==================== load_store_unit
load_store_unit, M2 wires:
Drawn at 3 px/micron. Cells faint in the background.
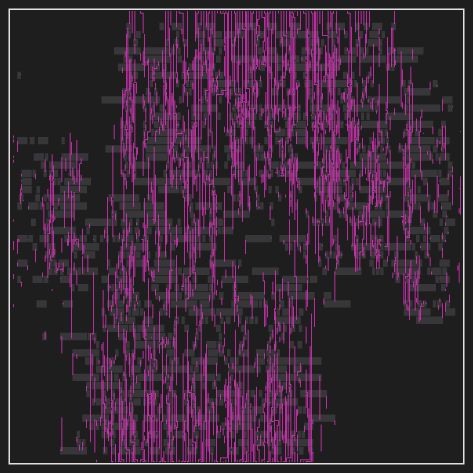

===== src/rtl/load_store_unit_pkg.sv =====
// Shared opcode encodings and FSM state type for the load/store unit.
// Opcode values match the shared ISA opcode table (MIPS-style I-type opcodes).
package load_store_unit_pkg;

    localparam logic [5:0] OP_LUI = 6'h0F;
    localparam logic [5:0] OP_LB  = 6'h20;
    localparam logic [5:0] OP_LW  = 6'h23;
    localparam logic [5:0] OP_LBU = 6'h24;
    localparam logic [5:0] OP_SB  = 6'h28;
    localparam logic [5:0] OP_SW  = 6'h2B;

    typedef enum logic [1:0] {
        ST_IDLE,
        ST_BUSY,
        ST_DONE
    } lsu_state_e;

    function automatic logic is_load_op(input logic [5:0] op);
        return (op == OP_LW) || (op == OP_LB) || (op == OP_LBU);
    endfunction

    function automatic logic is_store_op(input logic [5:0] op);
        return (op == OP_SW) || (op == OP_SB);
    endfunction

endpackage


===== src/rtl/load_store_unit_align.sv =====
// Byte-lane steering: extends the selected load byte and builds store
// byte enables / replicated write data. Purely combinational.
module load_align #(
    parameter int WIDTH = 32
) (
    input  logic [5:0]       ld_op,
    input  logic [1:0]       ld_lane,
    input  logic [WIDTH-1:0] rdata,
    output logic [WIDTH-1:0] ld_result,
    input  logic [5:0]       st_op,
    input  logic [1:0]       st_lane,
    input  logic [WIDTH-1:0] st_data,
    output logic [3:0]       byte_en,
    output logic [WIDTH-1:0] wdata
);
    import load_store_unit_pkg::*;

    logic [7:0] sel_byte;

    always_comb begin
        sel_byte = rdata[7:0];
        case (ld_lane)
            2'd0:    sel_byte = rdata[7:0];
            2'd1:    sel_byte = rdata[15:8];
            2'd2:    sel_byte = rdata[23:16];
            default: sel_byte = rdata[31:24];
        endcase

        case (ld_op)
            OP_LB:   ld_result = {{(WIDTH-8){sel_byte[7]}}, sel_byte};
            OP_LBU:  ld_result = {{(WIDTH-8){1'b0}}, sel_byte};
            default: ld_result = rdata;
        endcase
    end

    always_comb begin
        case (st_op)
            OP_LB, OP_LBU, OP_SB: byte_en = 4'b0001 << st_lane;
            default:              byte_en = 4'b1111;
        endcase

        case (st_op)
            OP_SB:   wdata = {(WIDTH/8){st_data[7:0]}};
            OP_SW:   wdata = st_data;
            default: wdata = '0;
        endcase
    end

endmodule


===== src/rtl/load_store_unit.sv =====
// Memory-access stage: passes ALU results through one register stage and
// runs LW/SW/LB/LBU/SB against data memory over a req/ack handshake.
module load_store_unit #(
    parameter int WIDTH = 32
) (
    input  logic             w_clock,
    input  logic             w_reset_n,
    input  logic             w_valid_in,
    input  logic             w_mem_op,
    input  logic [5:0]       w_op_code_6,
    input  logic [WIDTH-1:0] w_addr_x,
    input  logic [WIDTH-1:0] w_store_data_x,
    output logic             w_ready_out,
    output logic             w_dmem_req,
    output logic             w_dmem_we,
    output logic [WIDTH-1:0] w_dmem_addr_x,
    output logic [3:0]       w_dmem_byte_en_4,
    output logic [WIDTH-1:0] w_dmem_wdata_x,
    input  logic             w_dmem_ack,
    input  logic [WIDTH-1:0] w_dmem_rdata_x,
    output logic             w_valid_out,
    output logic             w_wb_en,
    output logic [WIDTH-1:0] w_result_x,
    output logic             w_misaligned
);
    import load_store_unit_pkg::*;

    lsu_state_e       state_q, state_d;
    logic             req_q, req_d;
    logic             we_q, we_d;
    logic [WIDTH-1:0] addr_q, addr_d;
    logic [3:0]       byte_en_q, byte_en_d;
    logic [WIDTH-1:0] wdata_q, wdata_d;
    logic [5:0]       op_q, op_d;
    logic [1:0]       lane_q, lane_d;
    logic             valid_out_q, valid_out_d;
    logic             wb_en_q, wb_en_d;
    logic [WIDTH-1:0] result_q, result_d;
    logic             misaligned_q, misaligned_d;

    logic             accept;
    logic             is_load, is_store, is_mem, is_misaligned;
    logic [WIDTH-1:0] ld_result;
    logic [3:0]       acc_byte_en;
    logic [WIDTH-1:0] acc_wdata;

    assign w_ready_out = (state_q != ST_BUSY);
    assign accept      = w_valid_in && w_ready_out;

    assign is_load       = is_load_op(w_op_code_6);
    assign is_store      = is_store_op(w_op_code_6);
    assign is_mem        = w_mem_op && (is_load || is_store);
    assign is_misaligned = is_mem && ((w_op_code_6 == OP_LW) || (w_op_code_6 == OP_SW))
                           && (w_addr_x[1:0] != 2'b00);

    // Load side works on the op captured at accept; store side on the incoming op.
    load_align #(.WIDTH(WIDTH)) u_align (
        .ld_op     (op_q),
        .ld_lane   (lane_q),
        .rdata     (w_dmem_rdata_x),
        .ld_result (ld_result),
        .st_op     (w_op_code_6),
        .st_lane   (w_addr_x[1:0]),
        .st_data   (w_store_data_x),
        .byte_en   (acc_byte_en),
        .wdata     (acc_wdata)
    );

    always_comb begin
        state_d      = state_q;
        req_d        = req_q;
        we_d         = we_q;
        addr_d       = addr_q;
        byte_en_d    = byte_en_q;
        wdata_d      = wdata_q;
        op_d         = op_q;
        lane_d       = lane_q;
        result_d     = result_q;
        valid_out_d  = 1'b0;
        wb_en_d      = 1'b0;
        misaligned_d = 1'b0;

        case (state_q)
            ST_BUSY: begin
                if (w_dmem_ack) begin
                    state_d     = ST_DONE;
                    req_d       = 1'b0;
                    we_d        = 1'b0;
                    valid_out_d = 1'b1;
                    wb_en_d     = !we_q;
                    result_d    = we_q ? '0 : ld_result;
                end
            end
            default: begin
                state_d = ST_IDLE;
                if (accept) begin
                    if (is_mem && !is_misaligned) begin
                        state_d   = ST_BUSY;
                        req_d     = 1'b1;
                        we_d      = is_store;
                        addr_d    = {w_addr_x[WIDTH-1:2], 2'b00};
                        byte_en_d = acc_byte_en;
                        wdata_d   = acc_wdata;
                        op_d      = w_op_code_6;
                        lane_d    = w_addr_x[1:0];
                    end else begin
                        state_d      = ST_DONE;
                        valid_out_d  = 1'b1;
                        misaligned_d = is_misaligned;
                        wb_en_d      = !is_misaligned;
                        result_d     = is_misaligned ? '0 : w_addr_x;
                    end
                end
            end
        endcase
    end

    always_ff @(posedge w_clock or negedge w_reset_n) begin
        if (!w_reset_n) begin
            state_q      <= ST_IDLE;
            req_q        <= 1'b0;
            we_q         <= 1'b0;
            addr_q       <= '0;
            byte_en_q    <= '0;
            wdata_q      <= '0;
            op_q         <= '0;
            lane_q       <= '0;
            valid_out_q  <= 1'b0;
            wb_en_q      <= 1'b0;
            result_q     <= '0;
            misaligned_q <= 1'b0;
        end else begin
            state_q      <= state_d;
            req_q        <= req_d;
            we_q         <= we_d;
            addr_q       <= addr_d;
            byte_en_q    <= byte_en_d;
            wdata_q      <= wdata_d;
            op_q         <= op_d;
            lane_q       <= lane_d;
            valid_out_q  <= valid_out_d;
            wb_en_q      <= wb_en_d;
            result_q     <= result_d;
            misaligned_q <= misaligned_d;
        end
    end

    assign w_dmem_req       = req_q;
    assign w_dmem_we        = we_q;
    assign w_dmem_addr_x    = addr_q;
    assign w_dmem_byte_en_4 = byte_en_q;
    assign w_dmem_wdata_x   = wdata_q;
    assign w_valid_out      = valid_out_q;
    assign w_wb_en          = wb_en_q;
    assign w_result_x       = result_q;
    assign w_misaligned     = misaligned_q;

endmodule


===== config.mk =====
export PLATFORM = sky130hd
export DESIGN_NAME = load_store_unit
export DESIGN_NICKNAME = d
export VERILOG_FILES = /design/src/rtl/load_store_unit_pkg.sv /design/src/rtl/load_store_unit_align.sv /design/src/rtl/load_store_unit.sv
export SDC_FILE = /design/constraint.sdc
export NUM_CORES = 1
export LEC_CHECK = 0
export ABC_AREA = 1
export CORE_MARGIN = 2
export CORE_UTILIZATION = 28
export CTS_BUF_LIST = sky130_fd_sc_hd__clkbuf_16
export DETAILED_ROUTE_END_ITERATION = 10
export RECOVER_POWER = 100
export SLEW_MARGIN = 25
export SYNTH_ARGS = -nofsm -noshare
export SYNTH_HDL_FRONTEND = slang
export SYNTH_HIERARCHICAL = 1
export SYNTH_SLANG_ARGS = --single-unit

===== constraint.sdc =====
create_clock -name w_clock -period 1.75 [get_ports w_clock]
set_input_delay 0.35 -clock w_clock [delete_from_list [all_inputs] [get_ports w_clock]]
set_output_delay 0.35 -clock w_clock [all_outputs]
set_load 0.05 [all_outputs]

==================== led_blink_scheduler_flat
--- src/rtl/led_blink_scheduler_pkg.sv ---
// Shared types and elaboration helpers for the LED blink scheduler.
// Imported by the config interface, the channel sub-module and the top.
package led_sched_pkg;

  localparam int CNT_W_DEF = 16;

  typedef enum logic {
    ST_IDLE = 1'b0,
    ST_WAIT = 1'b1
  } cfg_state_t;

  // Prescaler divide ratio; the top rejects non-integer or < 2 results at elaboration.
  function automatic int div_calc(input int clk_hz, input int tick_hz);
    return clk_hz / tick_hz;
  endfunction

  // Channel-index width, never narrower than one bit.
  function automatic int ch_w(input int nch);
    return (nch > 1) ? $clog2(nch) : 1;
  endfunction

endpackage

--- src/rtl/led_blink_scheduler_if.sv ---
// Valid/ready configuration port of the LED blink scheduler.
// The master (buttons, UART decoder) drives a request; the scheduler answers with ready.
interface led_blink_scheduler_if #(
  parameter int NCH   = 4,
  parameter int CNT_W = led_sched_pkg::CNT_W_DEF
);

  localparam int CH_W = led_sched_pkg::ch_w(NCH);

  logic             CFG_VALID;
  logic             CFG_READY;
  logic [CH_W-1:0]  CFG_CH;
  logic             CFG_EN;
  logic [CNT_W-1:0] CFG_PERIOD;
  logic [CNT_W-1:0] CFG_ON;

  modport master (
    output CFG_VALID, CFG_CH, CFG_EN, CFG_PERIOD, CFG_ON,
    input  CFG_READY
  );

  modport slave (
    input  CFG_VALID, CFG_CH, CFG_EN, CFG_PERIOD, CFG_ON,
    output CFG_READY
  );

endinterface

--- src/rtl/led_blink_scheduler_channel.sv ---
// One blink channel: holds its settings, a tick-driven phase counter and
// a registered LED output that lags the phase by one clock.
module led_channel
  import led_sched_pkg::*;
#(
  parameter int CNT_W = CNT_W_DEF
) (
  input  logic             CLK,
  input  logic             RSTN,
  input  logic             tick,
  input  logic             load,
  input  logic             en,
  input  logic [CNT_W-1:0] period,
  input  logic [CNT_W-1:0] on,
  output logic             led
);

  logic             en_q;
  logic [CNT_W-1:0] period_q;
  logic [CNT_W-1:0] on_q;
  logic [CNT_W-1:0] phase;
  logic             led_q;

  // NOTE: state registers use non-blocking assignments so every flop samples
  // pre-edge values, independent of statement order within the block.
  always_ff @(posedge CLK or negedge RSTN) begin
    if (!RSTN) begin
      en_q     <= 1'b0;
      period_q <= '0;
      on_q     <= '0;
      phase    <= '0;
    end else if (tick) begin
      if (load) begin
        en_q     <= en;
        period_q <= period;
        on_q     <= on;
        phase    <= '0;
      end else if ((period_q == '0) || (phase == period_q - 1'b1)) begin
        // A zero period parks the phase at 0 instead of running through the full range.
        phase <= '0;
      end else begin
        phase <= phase + 1'b1;
      end
    end
  end

  // The phase counts even while disabled, so enabling later keeps the pattern aligned.
  always_ff @(posedge CLK or negedge RSTN) begin
    if (!RSTN) begin
      led_q <= 1'b0;
    end else begin
      led_q <= en_q && (period_q != '0) && (phase < on_q);
    end
  end

  assign led = led_q;

endmodule

--- src/rtl/led_blink_scheduler.sv ---
// Multi-channel LED blink controller: one shared tick prescaler, a config FSM
// that applies requests on the next tick, and NCH independent blink channels.
module led_blink_scheduler
  import led_sched_pkg::*;
#(
  parameter int CLK_HZ  = 12000000,
  parameter int TICK_HZ = 1000,
  parameter int NCH     = 4,
  parameter int CNT_W   = CNT_W_DEF
) (
  input  logic                  CLK,
  input  logic                  RSTN,
  led_blink_scheduler_if.slave  cfg,
  output logic                  TICK,
  output logic [NCH-1:0]        BOARD_LED
);

  localparam int DIV   = div_calc(CLK_HZ, TICK_HZ);
  localparam int PRE_W = $clog2(DIV);
  localparam int CH_W  = ch_w(NCH);

  if ((DIV < 2) || ((CLK_HZ % TICK_HZ) != 0)) begin : g_bad_div
    $error("led_blink_scheduler: CLK_HZ/TICK_HZ must be an integer >= 2");
  end
  if ((NCH < 1) || (NCH > 8)) begin : g_bad_nch
    $error("led_blink_scheduler: NCH must be in 1..8");
  end

  typedef struct packed {
    logic [CH_W-1:0]  ch;
    logic             en;
    logic [CNT_W-1:0] period;
    logic [CNT_W-1:0] on;
  } pend_t;

  logic [PRE_W-1:0] pre_cnt;
  logic             tick_q;
  cfg_state_t       state;
  pend_t            pend;
  logic             ready_q;
  logic             load_tick;
  logic [NCH-1:0]   load_vec;

  // TICK is registered, so it is high in the cycle after the count reaches DIV-1.
  always_ff @(posedge CLK or negedge RSTN) begin
    if (!RSTN) begin
      pre_cnt <= '0;
      tick_q  <= 1'b0;
    end else if (pre_cnt == PRE_W'(DIV - 1)) begin
      pre_cnt <= '0;
      tick_q  <= 1'b1;
    end else begin
      pre_cnt <= pre_cnt + 1'b1;
      tick_q  <= 1'b0;
    end
  end

  // A tick in the accept cycle is ignored because the FSM is still in IDLE then.
  always_ff @(posedge CLK or negedge RSTN) begin
    if (!RSTN) begin
      state   <= ST_IDLE;
      ready_q <= 1'b1;
      pend    <= '0;
    end else begin
      case (state)
        ST_IDLE: begin
          if (cfg.CFG_VALID && ready_q) begin
            pend.ch     <= cfg.CFG_CH;
            pend.en     <= cfg.CFG_EN;
            pend.period <= cfg.CFG_PERIOD;
            pend.on     <= cfg.CFG_ON;
            ready_q     <= 1'b0;
            state       <= ST_WAIT;
          end
        end
        ST_WAIT: begin
          if (tick_q) begin
            ready_q <= 1'b1;
            state   <= ST_IDLE;
          end
        end
        default: begin
          ready_q <= 1'b1;
          state   <= ST_IDLE;
        end
      endcase
    end
  end

  assign load_tick     = (state == ST_WAIT) && tick_q;
  assign cfg.CFG_READY = ready_q;
  assign TICK          = tick_q;

  // An out-of-range index matches no channel, so the request is simply dropped.
  always_comb begin
    // NOTE: the default assignment first keeps this purely combinational; any
    // bit left unassigned on some path would otherwise infer a latch.
    load_vec = '0;
    if (load_tick) begin
      for (int i = 0; i < NCH; i++) begin
        if (pend.ch == CH_W'(i)) begin
          load_vec[i] = 1'b1;
        end
      end
    end
  end

  for (genvar i = 0; i < NCH; i++) begin : g_ch
    led_channel #(
      .CNT_W (CNT_W)
    ) u_channel (
      .CLK    (CLK),
      .RSTN   (RSTN),
      .tick   (tick_q),
      .load   (load_vec[i]),
      .en     (pend.en),
      .period (pend.period),
      .on     (pend.on),
      .led    (BOARD_LED[i])
    );
  end

endmodule

--- src/flat_wrapper.sv ---
// flat-port wrapper written by rule: the top's interface ports become plain ports
module led_blink_scheduler_flat import led_sched_pkg::*;
#(
  parameter int CLK_HZ  = 12000000,
  parameter int TICK_HZ = 1000,
  parameter int NCH     = 4,
  parameter int CNT_W   = CNT_W_DEF
)
  (CLK, RSTN, TICK, BOARD_LED, cfg_CFG_VALID, cfg_CFG_CH, cfg_CFG_EN, cfg_CFG_PERIOD, cfg_CFG_ON, cfg_CFG_READY);
  led_blink_scheduler_if #(.NCH(NCH), .CNT_W(CNT_W)) cfg_i ();
  input  logic CLK;
  input  logic RSTN;
  output logic TICK;
  output logic [NCH-1:0] BOARD_LED;
  input wire logic [$bits(cfg_i.CFG_VALID)-1:0] cfg_CFG_VALID;
  input wire logic [$bits(cfg_i.CFG_CH)-1:0] cfg_CFG_CH;
  input wire logic [$bits(cfg_i.CFG_EN)-1:0] cfg_CFG_EN;
  input wire logic [$bits(cfg_i.CFG_PERIOD)-1:0] cfg_CFG_PERIOD;
  input wire logic [$bits(cfg_i.CFG_ON)-1:0] cfg_CFG_ON;
  output wire logic [$bits(cfg_i.CFG_READY)-1:0] cfg_CFG_READY;
  assign cfg_i.CFG_VALID = cfg_CFG_VALID;
  assign cfg_i.CFG_CH = cfg_CFG_CH;
  assign cfg_i.CFG_EN = cfg_CFG_EN;
  assign cfg_i.CFG_PERIOD = cfg_CFG_PERIOD;
  assign cfg_i.CFG_ON = cfg_CFG_ON;
  assign cfg_CFG_READY = cfg_i.CFG_READY;
  led_blink_scheduler #(.CLK_HZ(CLK_HZ), .TICK_HZ(TICK_HZ), .NCH(NCH), .CNT_W(CNT_W)) u_core (.CLK(CLK), .RSTN(RSTN), .cfg(cfg_i), .TICK(TICK), .BOARD_LED(BOARD_LED));
endmodule
--- config.mk ---
export PLATFORM = sky130hd
export DESIGN_NAME = led_blink_scheduler_flat
export DESIGN_NICKNAME = d
export VERILOG_FILES = /design/src/rtl/led_blink_scheduler_pkg.sv /design/src/rtl/led_blink_scheduler_if.sv /design/src/rtl/led_blink_scheduler_channel.sv /design/src/rtl/led_blink_scheduler.sv /design/src/flat_wrapper.sv
export SDC_FILE = /design/constraint.sdc
export NUM_CORES = 1
export LEC_CHECK = 0
export CAP_MARGIN = 10
export CORE_MARGIN = 3
export CORE_UTILIZATION = 55
export DETAILED_ROUTE_END_ITERATION = 16
export PLACE_DENSITY_LB_ADDON = 0.2
export SLEW_MARGIN = 20
export SYNTH_ARGS = -nofsm -noshare
export SYNTH_HDL_FRONTEND = slang
export SYNTH_SLANG_ARGS = --single-unit
export TNS_END_PERCENT = 100
--- constraint.sdc ---
create_clock -name CLK -period 2.8 [get_ports CLK]
set_input_delay 0.7 -clock CLK [delete_from_list [all_inputs] [get_ports CLK]]
set_output_delay 0.7 -clock CLK [all_outputs]
set_load 0.01 [all_outputs]
led_blink_scheduler_flat, signal metal coverage by tile:
Drawn at 2 px/micron. 34 x 34 tiles, from dark blue (low) to red (high), scaled to the fullest tile. Values are wire area over tile area, all layers added.
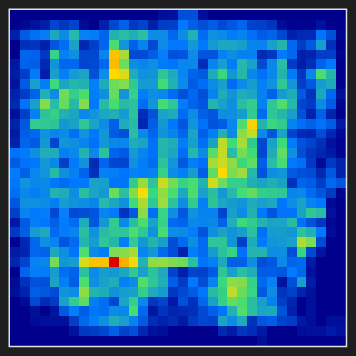
tiles over half the peak	7.9%
densest ninth of the die	middle
fullest tile	0.85
mean over tiles	0.22
Total Wirelength: 37.84 mm
via count: 11290
mean routed wirelength per cell: 20.20 microns
GRT Overall Usage: 26.11%

led_blink_scheduler_flat, metal 3:
Drawn at 3 px/micron. Cells faint in the background.
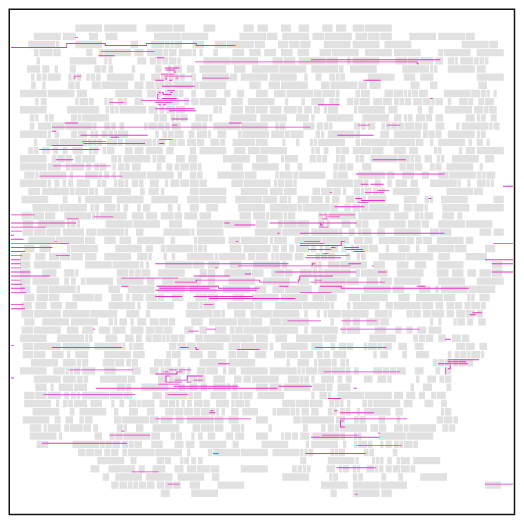
longest straight run	86.0 microns
wire length on this layer	2100 microns
nets with wire on the layer	148
main direction	horizontal
met3 Use GR: 3.827%

==> flow_metrics.env, led_blink_scheduler_flat <==
# yosys + openroad results
export IMPL_outcome="finished clean"
export IMPL_regToRegSetupSlack_ns=0.02
export IMPL_drtPass1Iterations=7
export IMPL_start_kind="flip-flop"
export IMPL_wl_met2_mm=17.66
export IMPL_fin_skew_ns=0.01901
export IMPL_period_minus_slack_ns=2.777
export IMPL_p_clk_share_pct=50.4
export IMPL_seqPwrFrac_pct=47.8
export IMPL_yosys_stat_cells=1419
export IMPL_clock_sinks=252
export IMPL_syn_inst=1419
export IMPL_adder_share_pct=6.336
export IMPL_grt_overflow_total=0
export IMPL_highest_layer="met5"
export IMPL_drv_slew=0
export IMPL_n_all_buffers=126
export IMPL_avgSynthCellArea_sq_um=10.16
export IMPL_dominant_cells="multi-input combinational cells"
export IMPL_setup_slack_ns=0.02284
export IMPL_dp_cells=1809
export IMPL_endpoint="u_core.g_ch[3].u_channel.phase[5]"
export IMPL_dieWidth_microns=167.9
export IMPL_synth_edff_count=0
export IMPL_clock_buffers=39
export IMPL_seq_cell_power_mw=3.64
export IMPL_grt_max_degree=78
export IMPL_total_power_mw=7.616
export IMPL_ir_worst_vdd_mv=0.4665
export IMPL_r2r_cells=9
export IMPL_cts_setup_buffers=0
export IMPL_postCtsHoldBufs=0
==> led_blink_scheduler_flat: registers in the layout, indices dropped and copies added, names as in the netlist <==
register	flops
u_core.g_ch.u_channel.en_q	4
u_core.g_ch.u_channel.period_q	64
u_core.g_ch.u_channel.on_q	64
u_core.cfg.CFG_READY	1
u_core.g_ch.u_channel.phase	64
u_core.g_ch.u_channel.led	4
u_core.pre_cnt	14
u_core.pend	35
u_core.TICK	1
u_core.state	1
load_store_unit, track usage over the die:
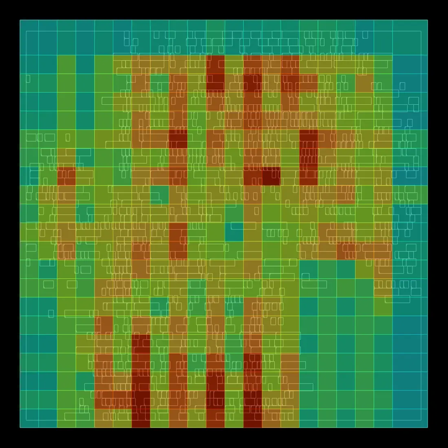
GRT Overall Usage: 18.02%
Final Util: 41.41%
M1 GR Usage: 24.54%

About 'M2 wires' of load_store_unit:
share of all routed wire	46%
wire length on this layer	9540 microns
nets with wire on the layer	899
Total Wirelength: 20.58 mm
met2 track demand over resource: 28.02%
via count: 6070

==> flow_metrics.env, load_store_unit <==
# yosys + openroad results
export IMPL_io_buffers=210
export IMPL_antenna_diode_count=0
export IMPL_dominant_cells="registers"
export IMPL_worstSkewPairLatency_ns=0.41
export IMPL_place_area_sq_um=8422
export IMPL_seq_area_share_pct=32.38
export IMPL_start_kind="input port"
export IMPL_comb_cells=608
export IMPL_power_clock_mw=3.05
export IMPL_syn_inst=860
export IMPL_well_tap_count=275
export IMPL_regArea_sq_um=2828
export IMPL_outcome="finished clean"
export IMPL_tightest_slew_ns=0.8562
export IMPL_hold_slack_ns=0.4719
export IMPL_synth_edff_count=0
export IMPL_grt_max_degree=41
export IMPL_internal_power_mw=5.604
export IMPL_r2r_start="lane_q[0]"
export IMPL_cts_buffers=17
export IMPL_p_sw_mw=3.621
export IMPL_cts_tree="done"
export IMPL_yosysTopAreaCell="dfrtp_1"
export IMPL_grt_overflow_total=0
export IMPL_clockRootBuffer="clkbuf_16"
export IMPL_ys_types=28
export IMPL_setup_viol=0
export IMPL_nFillCells=2248
export IMPL_synth_area_sq_um=6051
[load_store_unit: logic make-up after synthesis]
group,synth area share (%)
other cells,0.06198
buf+inv,10.73
compound gates,6.886
simple gates,35.59
flops,46.73
[load_store_unit: what timing repair did]
action,CTS,global route
endpoints found under the hold margin,10,0
buffers inserted,0,1
hold buffers,1,0
gates resized,0,5
endpoints found under the setup margin,0,96
[load_store_unit: critical path, stage by stage]
cell	delay (ns)
clkdlybuf4s50_1	0.48
nor2_2	0.17
nand4_1	0.13
a21boi_2	0.24
nand3_4	0.10
buf_12	0.16
buf_4	0.20
o21ai_1	0.14

==================== m_wbgpio
m_wbgpio, M2 wires:
Drawn at 8 px/micron. Cells faint in the background.
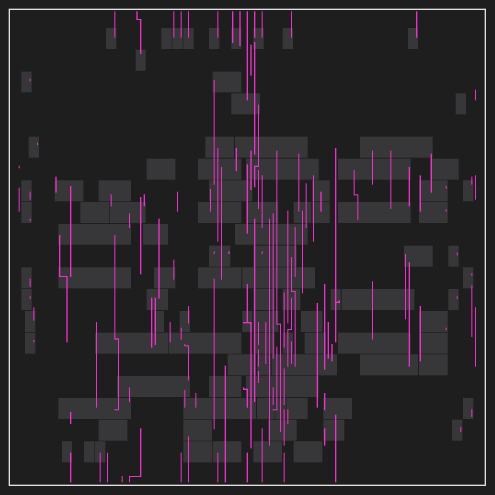
m_wbgpio, track usage over the die:
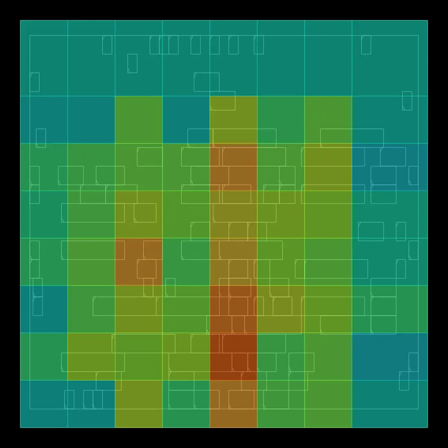
m_wbgpio, signal metal coverage by tile:
Drawn at 6 px/micron. 12 x 12 tiles, from dark blue (low) to red (high), scaled to the fullest tile. Values are wire area over tile area, all layers added.
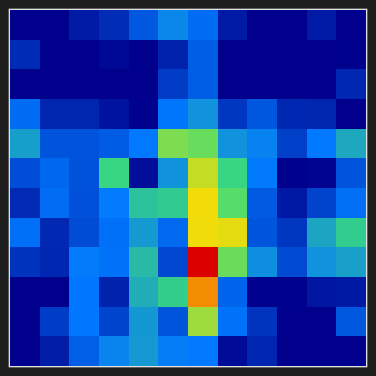
===== src/rtl/m_wbgpio.sv =====
// Wishbone-classic GPIO peripheral: output register, synchronised inputs with
// sticky edge capture, per-bit interrupt enables and a registered level interrupt.
// One wait state: ACK_O and DAT_O are registered off the sampled request.
module m_wbgpio #(
  parameter int unsigned       NOUT     = 4,
  parameter int unsigned       NIN      = 1,
  parameter logic [NOUT-1:0]   OUTRESET = '0,
  parameter int unsigned       EDGEMODE = 0
) (
  input  logic            CLK_I,
  input  logic            RST_N_I,
  input  logic            CYC_I,
  input  logic            STB_I,
  input  logic            WE_I,
  input  logic [1:0]      ADR_I,
  input  logic [3:0]      SEL_I,
  input  logic [31:0]     DAT_I,
  output logic [31:0]     DAT_O,
  output logic            ACK_O,
  input  logic [NIN-1:0]  gpi,
  output logic [NOUT-1:0] gpo,
  output logic            irq
);

  localparam logic [1:0] AdrOut   = 2'd0;
  localparam logic [1:0] AdrIn    = 2'd1;
  localparam logic [1:0] AdrEdge  = 2'd2;
  localparam logic [1:0] AdrIrqen = 2'd3;

  logic            ack_q;
  logic [31:0]     dat_q, dat_d;
  logic [NOUT-1:0] out_q, out_d;
  logic [NIN-1:0]  irqen_q, irqen_d;
  logic [NIN-1:0]  flag_q, flag_d;
  logic [NIN-1:0]  s1_q, s2_q, s3_q;
  logic [1:0]      prime_q, prime_d;
  logic            irq_q, irq_d;

  logic            req, wr_req, rd_req;
  logic [31:0]     lane_mask;
  logic [31:0]     out_ext, in_ext, flag_ext, irqen_ext;
  logic [31:0]     out_wr, irqen_wr, clr_ext, rdata;
  logic [NIN-1:0]  rise, fall, evt, clr;
  logic            armed;
  logic            unused_bits;

  // Bus request decode; a request is never taken while the previous ack is high.
  always_comb begin
    req       = CYC_I & STB_I & ~ack_q;
    wr_req    = req & WE_I;
    rd_req    = req & ~WE_I;
    lane_mask = {{8{SEL_I[3]}}, {8{SEL_I[2]}}, {8{SEL_I[1]}}, {8{SEL_I[0]}}};
  end

  // Zero-extend stored registers to bus width; bits above NOUT/NIN read 0.
  always_comb begin
    out_ext                = '0;
    in_ext                 = '0;
    flag_ext               = '0;
    irqen_ext              = '0;
    out_ext[NOUT-1:0]      = out_q;
    in_ext[NIN-1:0]        = s2_q;
    flag_ext[NIN-1:0]      = flag_q;
    irqen_ext[NIN-1:0]     = irqen_q;
  end

  // Byte-lane merged write values and the write-1-to-clear mask.
  always_comb begin
    out_wr      = (out_ext & ~lane_mask) | (DAT_I & lane_mask);
    irqen_wr    = (irqen_ext & ~lane_mask) | (DAT_I & lane_mask);
    clr_ext     = (wr_req && ADR_I == AdrEdge) ? (DAT_I & lane_mask) : '0;
    clr         = clr_ext[NIN-1:0];
    unused_bits = ^{out_wr, irqen_wr, clr_ext};
  end

  // Edge detection on the synchronised pin, gated until the prime counter saturates.
  always_comb begin
    rise    = s2_q & ~s3_q;
    fall    = ~s2_q & s3_q;
    unique case (EDGEMODE)
      0:       evt = rise;
      1:       evt = fall;
      default: evt = rise | fall;
    endcase
    armed   = (prime_q == 2'd3);
    prime_d = armed ? prime_q : prime_q + 2'd1;
  end

  // Register next-state: writes commit on the acknowledging edge; set beats clear.
  always_comb begin
    out_d   = (wr_req && ADR_I == AdrOut) ? out_wr[NOUT-1:0] : out_q;
    irqen_d = (wr_req && ADR_I == AdrIrqen) ? irqen_wr[NIN-1:0] : irqen_q;
    flag_d  = (flag_q & ~clr) | (armed ? evt : '0);
    irq_d   = |(flag_q & irqen_q);
  end

  // Read mux; data only presented alongside the ack, zero otherwise.
  always_comb begin
    rdata = '0;
    unique case (ADR_I)
      AdrOut:   rdata = out_ext;
      AdrIn:    rdata = in_ext;
      AdrEdge:  rdata = flag_ext;
      AdrIrqen: rdata = irqen_ext;
      default:  rdata = '0;
    endcase
    dat_d = rd_req ? rdata : '0;
  end

  // Bus response registers.
  always_ff @(posedge CLK_I or negedge RST_N_I) begin
    if (!RST_N_I) begin
      ack_q <= 1'b0;
      dat_q <= '0;
    end else begin
      ack_q <= req;
      dat_q <= dat_d;
    end
  end

  // Software-visible state and interrupt.
  always_ff @(posedge CLK_I or negedge RST_N_I) begin
    if (!RST_N_I) begin
      out_q   <= OUTRESET;
      irqen_q <= '0;
      flag_q  <= '0;
      irq_q   <= 1'b0;
    end else begin
      out_q   <= out_d;
      irqen_q <= irqen_d;
      flag_q  <= flag_d;
      irq_q   <= irq_d;
    end
  end

  // Input synchroniser, history flop and edge-arming counter.
  always_ff @(posedge CLK_I or negedge RST_N_I) begin
    if (!RST_N_I) begin
      s1_q    <= '0;
      s2_q    <= '0;
      s3_q    <= '0;
      prime_q <= 2'd0;
    end else begin
      s1_q    <= gpi;
      s2_q    <= s1_q;
      s3_q    <= s2_q;
      prime_q <= prime_d;
    end
  end

  assign ACK_O = ack_q;
  assign DAT_O = dat_q;
  assign gpo   = out_q;
  assign irq   = irq_q;

endmodule

===== config.mk =====
export PLATFORM = sky130hd
export DESIGN_NAME = m_wbgpio
export DESIGN_NICKNAME = d
export VERILOG_FILES = /design/src/rtl/m_wbgpio.sv
export SDC_FILE = /design/constraint.sdc
export NUM_CORES = 1
export LEC_CHECK = 0
export CORE_UTILIZATION = 27
export DETAILED_ROUTE_END_ITERATION = 8
export MAX_ROUTING_LAYER = met4
export PLACE_DENSITY_LB_ADDON = 0.3
export SLEW_MARGIN = 20
export SYNTH_ARGS = -nofsm -noshare
export SYNTH_HDL_FRONTEND = slang
export SYNTH_SLANG_ARGS = --single-unit

===== constraint.sdc =====
create_clock -name CLK_I -period 1.5 [get_ports CLK_I]
set_input_delay 0.15 -clock CLK_I [delete_from_list [all_inputs] [get_ports CLK_I]]
set_output_delay 0.15 -clock CLK_I [all_outputs]
set_load 0.01 [all_outputs]

==> flow_metrics.env <==
# yosys + openroad results
export IMPL_core_area_sq_um=3078
export IMPL_drt_iter0_markers=7
export IMPL_ys_flop_type="dfrtp_1"
export IMPL_common_cells="buf_4 (28), dfrtp_1 (17), and2_1 (4), mux2_4 (4), nand2_1 (4)"
export IMPL_die_h_microns=59.32
export IMPL_nets=148
export IMPL_antenna_found_initial=0
export IMPL_dieArea_sq_um=3519
export IMPL_clock_buffers=4
export IMPL_grt_max_degree=18
export IMPL_outcome="finished clean"
export IMPL_hp_class="input port to asynchronous set/reset pin"
export IMPL_clockRootBuffer="clkbuf_4"
export IMPL_period_minus_slack_ns=1.450
export IMPL_simple_gate_area_share_pct=11.00
export IMPL_path_delay_family="simple AND/OR/NAND/NOR gates"
export IMPL_synthAoiAreaFrac_pct=0.9873
export IMPL_n_all_buffers=28
export IMPL_dominant_cells="registers"
export IMPL_cap_violations=0
export IMPL_grt_pass1_wl_mm=2.318
export IMPL_finalHoldViolCount=0
Notes on 'M2 wires' of m_wbgpio above:
nets with wire on the layer	105
wire length on this layer	756 microns
longest straight run	28.2 microns
Total Wirelength: 1.423 mm
met2 track demand over resource: 15.41%
via count: 523

Notes on 'track usage over the die' of m_wbgpio above:
Most Used Layer, Global Route: met2
Final Util: 36.18%

Notes on 'signal metal coverage by tile' of m_wbgpio above:
mean over tiles	0.064
densest ninth of the die	middle
emptiest ninth of the die	top right
tiles over half the peak	7.6%
mean routed wirelength per cell: 9.747 microns
GRT Overall Usage: 9.350%

==> power breakdown <==
group	internal, mW	total, mW	leakage, nW	switching [mW]
Combinational	0.128	0.221	0.313	0.0930
Sequential	0.495	0.520	0.208	0.0252
Clock	0.103	0.233	0.0150	0.130
Total	0.726	0.974	0.536	0.248
==> routing by layer <==
metal / wire length, microns / global-route usage [%] / up-vias
met5: 0 / - / -
met4: 27 / 5.102 / 0
li1: - / - / 241
met3: 78 / 1.965 / 2
met2: 755 / 15.41 / 29
met1: 561 / 10.52 / 251


==> gallery <==
Ports around the boundary.
(a)
Drawn at 3 px/micron. Pins as bars across the die edge, other pins in gray.
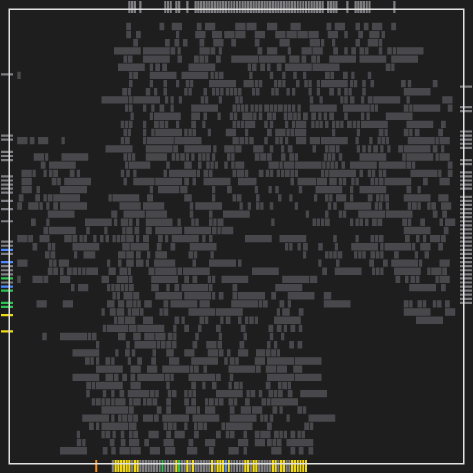
(b)
Drawn at 8 px/micron. Pins as bars across the die edge, other pins in gray.
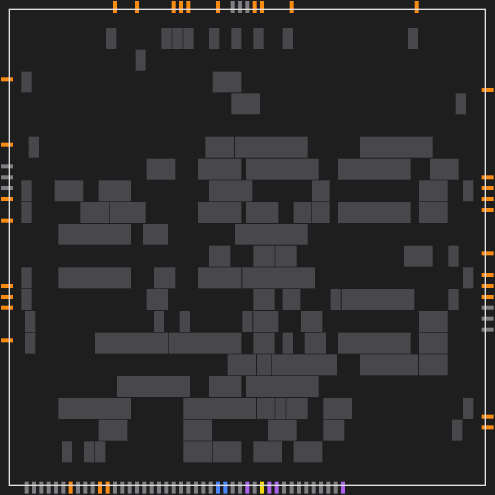
(c)
Drawn at 3 px/micron. Pins as bars across the die edge, other pins in gray.
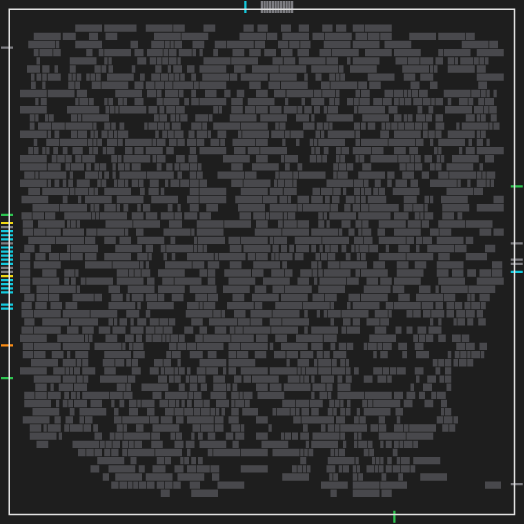
- (a) = load_store_unit
- (c) = led_blink_scheduler_flat
- (b) = m_wbgpio

Key to (b):
port	color	pins	direction	edge
WE_I	yellow	1	input	bottom
DAT_O	orange	32	output	11 right, 10 top, 8 left, 3 bottom
SEL_I	purple	4	input	bottom
ADR_I	blue	2	input	bottom
all pins by edge	44 bottom, 14 right, 13 top, 11 left

Power figures rest on the tool's default switching activity, not on a simulated workload.
